# ---- free_list ----
Fig. 1: free_list, pin placement
Pins as bars across the die edge, other pins in grey.
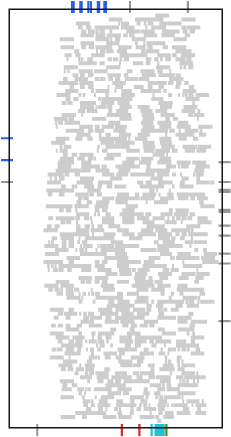

<file path="config.mk">
export PLATFORM = sky130hd
export DESIGN_NAME = free_list
export DESIGN_NICKNAME = d
export VERILOG_FILES = /design/src/rtl/free_list.sv
export SDC_FILE = /design/constraint.sdc
export NUM_CORES = 1
export LEC_CHECK = 0
export CAP_MARGIN = 20
export CORE_ASPECT_RATIO = 2
export CORE_MARGIN = 2
export CORE_UTILIZATION = 35
export DETAILED_ROUTE_END_ITERATION = 8
export DONT_BUFFER_PORTS = 1
export GPL_ROUTABILITY_DRIVEN = 0
export HOLD_SLACK_MARGIN = 0.08
export PLACE_DENSITY = 0.5
export SKIP_LAST_GASP = 1
export SLEW_MARGIN = 20
export SYNTH_ARGS = -nofsm -noshare
export SYNTH_HDL_FRONTEND = slang
export SYNTH_SLANG_ARGS = --single-unit
</file>
<file path="constraint.sdc">
create_clock -name clk -period 4.4 [get_ports clk]
set_input_delay 0.88 -clock clk [delete_from_list [all_inputs] [get_ports clk]]
set_output_delay 0.88 -clock clk [all_outputs]
set_load 0.1 [all_outputs]
</file>
<file path="src/rtl/free_list.sv">
// Circular free list of physical register indices for rename. It allocates up to SS
// registers per cycle, reclaims committed previous mappings, and rewinds on flush.
module free_list #(
  parameter  int SS            = 2,
  parameter  int TABLE_ENTRIES = 64,
  parameter  int ARCH_REGS     = 32,
  localparam int PW            = $clog2(TABLE_ENTRIES),
  localparam int D             = TABLE_ENTRIES - ARCH_REGS,
  localparam int CW            = $clog2(D) + 1
) (
  input  logic             clk,
  input  logic             rst,
  input  logic [SS-1:0]    alloc_req,
  output logic             alloc_grant,
  output logic [SS*PW-1:0] alloc_preg,
  input  logic [SS-1:0]    commit_valid,
  input  logic [SS*PW-1:0] commit_free_preg,
  input  logic             flush,
  output logic [CW-1:0]    free_count
);

  localparam int IW = CW - 1;

  logic [PW-1:0] mem_q [D];
  logic [PW-1:0] mem_d [D];
  logic [CW-1:0] head_q, head_d;
  logic [CW-1:0] tail_q, tail_d;
  logic [CW-1:0] rhead_q, rhead_d;
  logic [CW-1:0] n_req, n_commit;
  logic [CW-1:0] a_ptr, c_ptr;

  always_comb begin
    n_req       = '0;
    n_commit    = '0;
    alloc_preg  = '0;
    a_ptr       = '0;
    c_ptr       = '0;
    mem_d       = mem_q;
    free_count  = tail_q - head_q;

    // Each slot looks up head plus the number of lower-numbered requesting slots.
    for (int unsigned i = 0; i < SS; i++) begin
      a_ptr = head_q + n_req;
      alloc_preg[i*PW +: PW] = mem_q[a_ptr[IW-1:0]];
      if (alloc_req[i]) n_req = n_req + CW'(1);
    end

    for (int unsigned i = 0; i < SS; i++) begin
      c_ptr = tail_q + n_commit;
      if (commit_valid[i]) begin
        mem_d[c_ptr[IW-1:0]] = commit_free_preg[i*PW +: PW];
        n_commit = n_commit + CW'(1);
      end
    end

    alloc_grant = (free_count >= n_req) && !flush;
    tail_d      = tail_q + n_commit;
    rhead_d     = rhead_q + n_commit;
    if (flush)            head_d = rhead_d;
    else if (alloc_grant) head_d = head_q + n_req;
    else                  head_d = head_q;
  end

  always_ff @(posedge clk or negedge rst) begin
    if (!rst) begin
      head_q  <= '0;
      rhead_q <= '0;
      tail_q  <= CW'(D);
      for (int unsigned k = 0; k < D; k++) mem_q[k] <= PW'(ARCH_REGS + k);
    end else begin
      head_q  <= head_d;
      rhead_q <= rhead_d;
      tail_q  <= tail_d;
      mem_q   <= mem_d;
    end
  end

  // Protocol checks: never return x0's mapping, never overfill the list.
  always_ff @(posedge clk) begin
    if (rst) begin
      for (int unsigned i = 0; i < SS; i++)
        if (commit_valid[i])
          assert (commit_free_preg[i*PW +: PW] != '0)
            else $error("free_list: commit of physical register 0 on slot %0d", i);
      assert (32'(free_count) + 32'(n_commit) <= 32'(D))
        else $error("free_list: commit overflows the free list");
    end
  end

endmodule
</file>
# ---- dsd_modulator ----
===== src/rtl/dsd_modulator.sv =====
// Second-order 1-bit delta-sigma modulator: signed PCM in, DSD bitstream out.
// Integrators saturate at the ACC_W range; a sticky flag records any clamp.
module dsd_modulator #(
    parameter int DIV   = 4,
    parameter int PCM_W = 16,
    parameter int ACC_W = 20
) (
    input  logic             clk,
    input  logic             rst_n,
    input  logic [PCM_W-1:0] pcm,
    input  logic             en,
    input  logic             clr_clip,
    output logic             dsd,
    output logic             tick,
    output logic             clip
);

    localparam int CNT_W = (DIV > 1) ? $clog2(DIV) : 1;
    localparam int SUM_W = ACC_W + 2;
    localparam logic [CNT_W-1:0] CNT_LAST = CNT_W'(DIV - 1);
    localparam logic signed [SUM_W-1:0] FS      = SUM_W'(1) << (PCM_W - 1);
    localparam logic signed [SUM_W-1:0] ACC_MAX = (SUM_W'(1) << (ACC_W - 1)) - SUM_W'(1);
    localparam logic signed [SUM_W-1:0] ACC_MIN = -(SUM_W'(1) << (ACC_W - 1));

    logic [CNT_W-1:0]        cnt_q, cnt_d;
    logic signed [ACC_W-1:0] i1_q, i1_d, i2_q, i2_d;
    logic signed [ACC_W-1:0] i1_sat, i2_sat;
    logic signed [SUM_W-1:0] x, fb, sum1, sum2;
    logic                    dsd_q, dsd_d, tick_q, clip_q, clip_d;
    logic                    tick_cycle, clamp1, clamp2, clip_set;

    always_comb begin
        tick_cycle = (cnt_q == CNT_LAST);
        cnt_d      = tick_cycle ? '0 : cnt_q + CNT_W'(1);

        x  = {{(SUM_W - PCM_W){pcm[PCM_W-1]}}, pcm};
        fb = dsd_q ? FS : -FS;

        sum1   = SUM_W'(i1_q) + x - fb;
        clamp1 = (sum1 > ACC_MAX) || (sum1 < ACC_MIN);
        if (sum1 > ACC_MAX) begin
            i1_sat = ACC_MAX[ACC_W-1:0];
        end else if (sum1 < ACC_MIN) begin
            i1_sat = ACC_MIN[ACC_W-1:0];
        end else begin
            i1_sat = sum1[ACC_W-1:0];
        end

        // Second stage integrates the already-clamped first-stage result.
        sum2   = SUM_W'(i2_q) + SUM_W'(i1_sat) - fb;
        clamp2 = (sum2 > ACC_MAX) || (sum2 < ACC_MIN);
        if (sum2 > ACC_MAX) begin
            i2_sat = ACC_MAX[ACC_W-1:0];
        end else if (sum2 < ACC_MIN) begin
            i2_sat = ACC_MIN[ACC_W-1:0];
        end else begin
            i2_sat = sum2[ACC_W-1:0];
        end

        i1_d     = i1_q;
        i2_d     = i2_q;
        dsd_d    = dsd_q;
        clip_set = 1'b0;
        if (tick_cycle) begin
            if (en) begin
                i1_d     = i1_sat;
                i2_d     = i2_sat;
                dsd_d    = ~i2_sat[ACC_W-1];
                clip_set = clamp1 | clamp2;
            end else begin
                i1_d  = '0;
                i2_d  = '0;
                dsd_d = ~dsd_q;
            end
        end

        clip_d = clip_set | (clip_q & ~clr_clip);
    end

    always_ff @(posedge clk or negedge rst_n) begin
        if (!rst_n) begin
            cnt_q  <= '0;
            i1_q   <= '0;
            i2_q   <= '0;
            dsd_q  <= 1'b0;
            tick_q <= 1'b0;
            clip_q <= 1'b0;
        end else begin
            cnt_q  <= cnt_d;
            i1_q   <= i1_d;
            i2_q   <= i2_d;
            dsd_q  <= dsd_d;
            tick_q <= tick_cycle;
            clip_q <= clip_d;
        end
    end

    assign dsd  = dsd_q;
    assign tick = tick_q;
    assign clip = clip_q;

endmodule

===== config.mk =====
export PLATFORM = sky130hd
export DESIGN_NAME = dsd_modulator
export DESIGN_NICKNAME = d
export VERILOG_FILES = /design/src/rtl/dsd_modulator.sv
export SDC_FILE = /design/constraint.sdc
export NUM_CORES = 1
export LEC_CHECK = 0
export ABC_AREA = 1
export CAP_MARGIN = 20
export CORE_MARGIN = 2
export CORE_UTILIZATION = 60
export CTS_CLUSTER_DIAMETER = 40
export CTS_CLUSTER_SIZE = 20
export DETAILED_ROUTE_END_ITERATION = 7
export GPL_TIMING_DRIVEN = 0
export PLACE_DENSITY = 0.79
export RECOVER_POWER = 100
export SLEW_MARGIN = 40
export SYNTH_ARGS = -nofsm -noshare
export SYNTH_HDL_FRONTEND = slang
export SYNTH_SLANG_ARGS = --single-unit

===== constraint.sdc =====
create_clock -name clk -period 13.7 [get_ports clk]
set_input_delay 1.37 -clock clk [delete_from_list [all_inputs] [get_ports clk]]
set_output_delay 1.37 -clock clk [all_outputs]
set_load 0.05 [all_outputs]


==> notes/layouts.md <==
Pictures saved along the way, in no particular order.

Sequential cells coloured by netlist name.
(a)
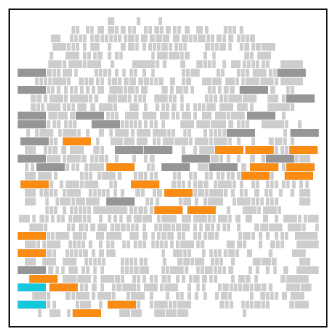
(b)
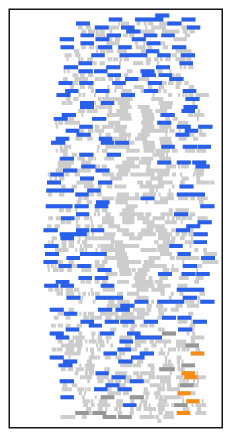
The one with the most sequential cells is (b).
The one with the most cells is (b).
(b) comes from free_list.
(a) comes from dsd_modulator.

Fig. 2: free_list, clock nets
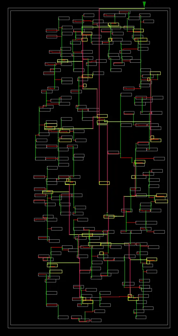
insertion delay to the later sink of the worst-skew pair: 540 ps
clock sink total: 210
Layout clock buffers: 24
sequential cells: 210

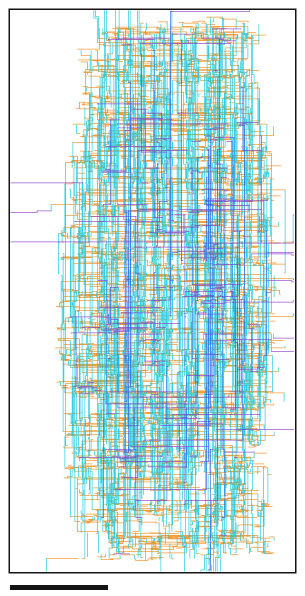
Fig. 3. Signal wires by layer (free_list).
Bar = 50 um.
colour	layer	wire length
cyan	met2	27.0 mm
blue	met4	4030 um
purple	met3	2720 um
orange	met1	18100 um
count of vias placed by the detailed router: 10290
aggregate global-route resource usage: 0.2565
final wirelength: 51770 um
WL per Instance: 29.77 um

Notes on Fig. 1 above:
colour	port	pins	direction	edge
blue	`commit_free_preg`	12	input	10 top, 2 left
red	`commit_valid`	2	input	bottom
cyan	`free_count`	6	output	bottom
green	`alloc_grant`	1	output	bottom
all pins by edge	12 bottom, 12 top, 11 right, 3 left
count of input and output buffers: 0
Die H: 285.3 um
Chip Width: 144.6 um

==> results.json, free_list <==
{
  "maxCapViolCount": 0,
  "top_cell": "mux2i_1",
  "cp_data_required_time_ps": 3520,
  "muxShareOfSynthArea": 0.3627,
  "layout.nonclk_buf_frac": 0.02106,
  "topCombFamilyByArea": "multiplexers",
  "final_worst_path_period_need_ps": 4248,
  "crit_path_frequent_cell": "mux4_2",
  "hold_slack_ps": 217.3,
  "synth_warnings": 0,
  "lay_top_count": "mux2i_1",
  "top_area_cell": "dfstp_2",
  "xor_area_frac": 0.01012,
  "worstSetupEndpoint": "alloc_preg[8]",
  "clk_transition_reported_paths_ps": 70,
  "result_of_the_run": "finished clean",
  "grt_first_pass_wirelength_um": 75870,
  "skew_ps": 19.69,
  "timing.critical_path.fanout_max": 29,
  "commonest_cells_post_synth": "mux2i_1 (171), nand2_1 (139), mux4_2 (120)",
  "n_all_inverters": 22,
  "viasPerCell": 5.918,
  "warning_count": 28,
  "signal_arrival_time_at_the_worst_endpoint_ps": 3370,
  "yosys-stat-area_um2": 13850,
  "reg2reg_setup_slack_ps": 1310
}
## free_list: metrics by stage
stage / area, um2 / instances / setup WS (ps)
after floorplan: 13910 / 1246 / 104.9
after global placement: 14450 / 1698 / 451.6
after detailed placement: 14450 / 1698 / 408.8
after CTS: 15320 / 1739 / 157.0
after global routing: 15330 / 1739 / 104.8
final: 15330 / 1739 / 152.5
## free_list: worst max-delay path: cells and delay by family (launching register included)
kind	cells	cell delay (ps)
multiplexers	3	1390
adder cells (fa/ha/maj)	2	630
flip-flops	1	530
buffers and inverters	1	230
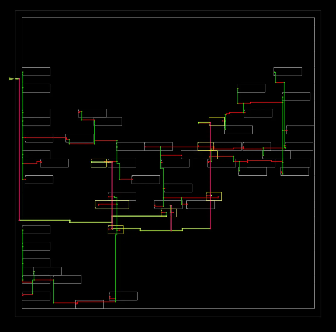
Fig. 4. Clock nets (dsd_modulator).
insertion delay to the later sink of the worst-skew pair: 320 ps
worst clock skew on the final layout: 11.89 ps
clock sink total: 45
sequential cells: 45

==> results.json, dsd_modulator <==
{
  "hold_slack_ps": 428.1,
  "fp-utilization": 0.6085,
  "grt_antenna_before_repair": 0,
  "violations": "max-capacitance violations, max-slew violations",
  "result_of_the_run": "complete, but fails checks",
  "timing_hold_violations_final": 0,
  "synth_top_flop_cell": "dfrtp_1",
  "grt_use_met2": 0.4756,
  "tritoncts.num_buffers": 5,
  "cp_data_required_time_ps": 13960,
  "ys_types": 35,
  "setup_viol_count_final": 0,
  "first_iteration_detailed_routing_drc_count": 342,
  "critPathKind": "in -> reg",
  "top_area_cell": "nand2_1",
  "root_buffer": "clkbuf_8",
  "synth_warnings": 0,
  "grt.total_usage": 0.2801,
  "final-max-slew-violation-count": 42,
  "final.fill_count": 827,
  "yosys-stat-area_um2": 5543,
  "io-pin-count": 23,
  "synth-async-reset-ratio": 1.000,
  "netlist_area_um2": 5543,
  "globalRoute.totalOverflow": 0,
  "maxCapViolCount": 1,
  "critPathCaptureType": "flop",
  "regArea_um2": 1126
}
==> dsd_modulator: layout make-up <==
type / instances / area share
Inverter: 212 / 0.1331
Multi-Input combinational cell: 604 / 0.5895
Tap cell: 111 / 0.02322
Sequential cell: 45 / 0.1883
Timing Repair Buffer: 23 / 0.03640
Buffer: 12 / 0.009414
Clock inverter: 2 / 0.006276
Clock buffer: 6 / 0.01381
==> dsd_modulator: sequential cells by signal, indices dropped and copies added, names as in the netlist <==
| register | count |
|---|---|
| cnt_q | 2 |
| clip | 1 |
| dsd | 1 |
| tick | 1 |
| i1_q | 20 |
| i2_q | 20 |


==> screenshots <==
Clock network drawn from the DEF.
image #1
Bar = 50 um.
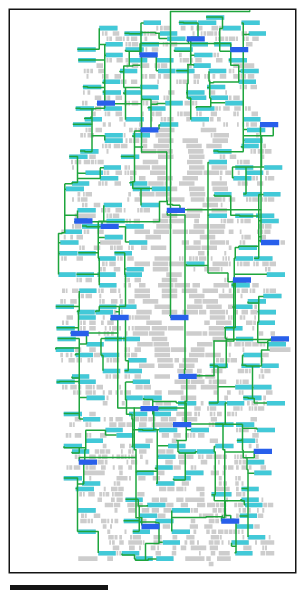
image #2
Bar = 20 um.
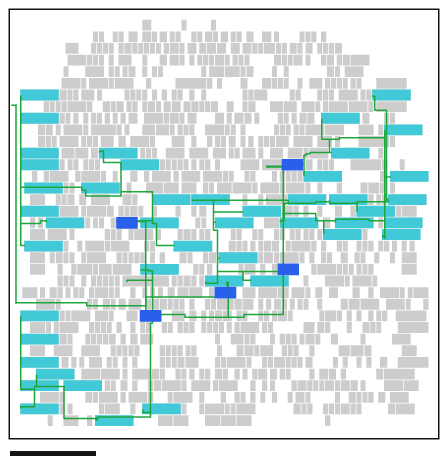
free_list: image #1
dsd_modulator: image #2
The one with the largest die is image #1.
The one with the most sequential cells is image #1.

Key to image #1:
[green] clock wires | length: 3390 um
[cyan] flip-flops | count: 210
[blue] cells driving clock nets | count: 22
routed clock nets	23

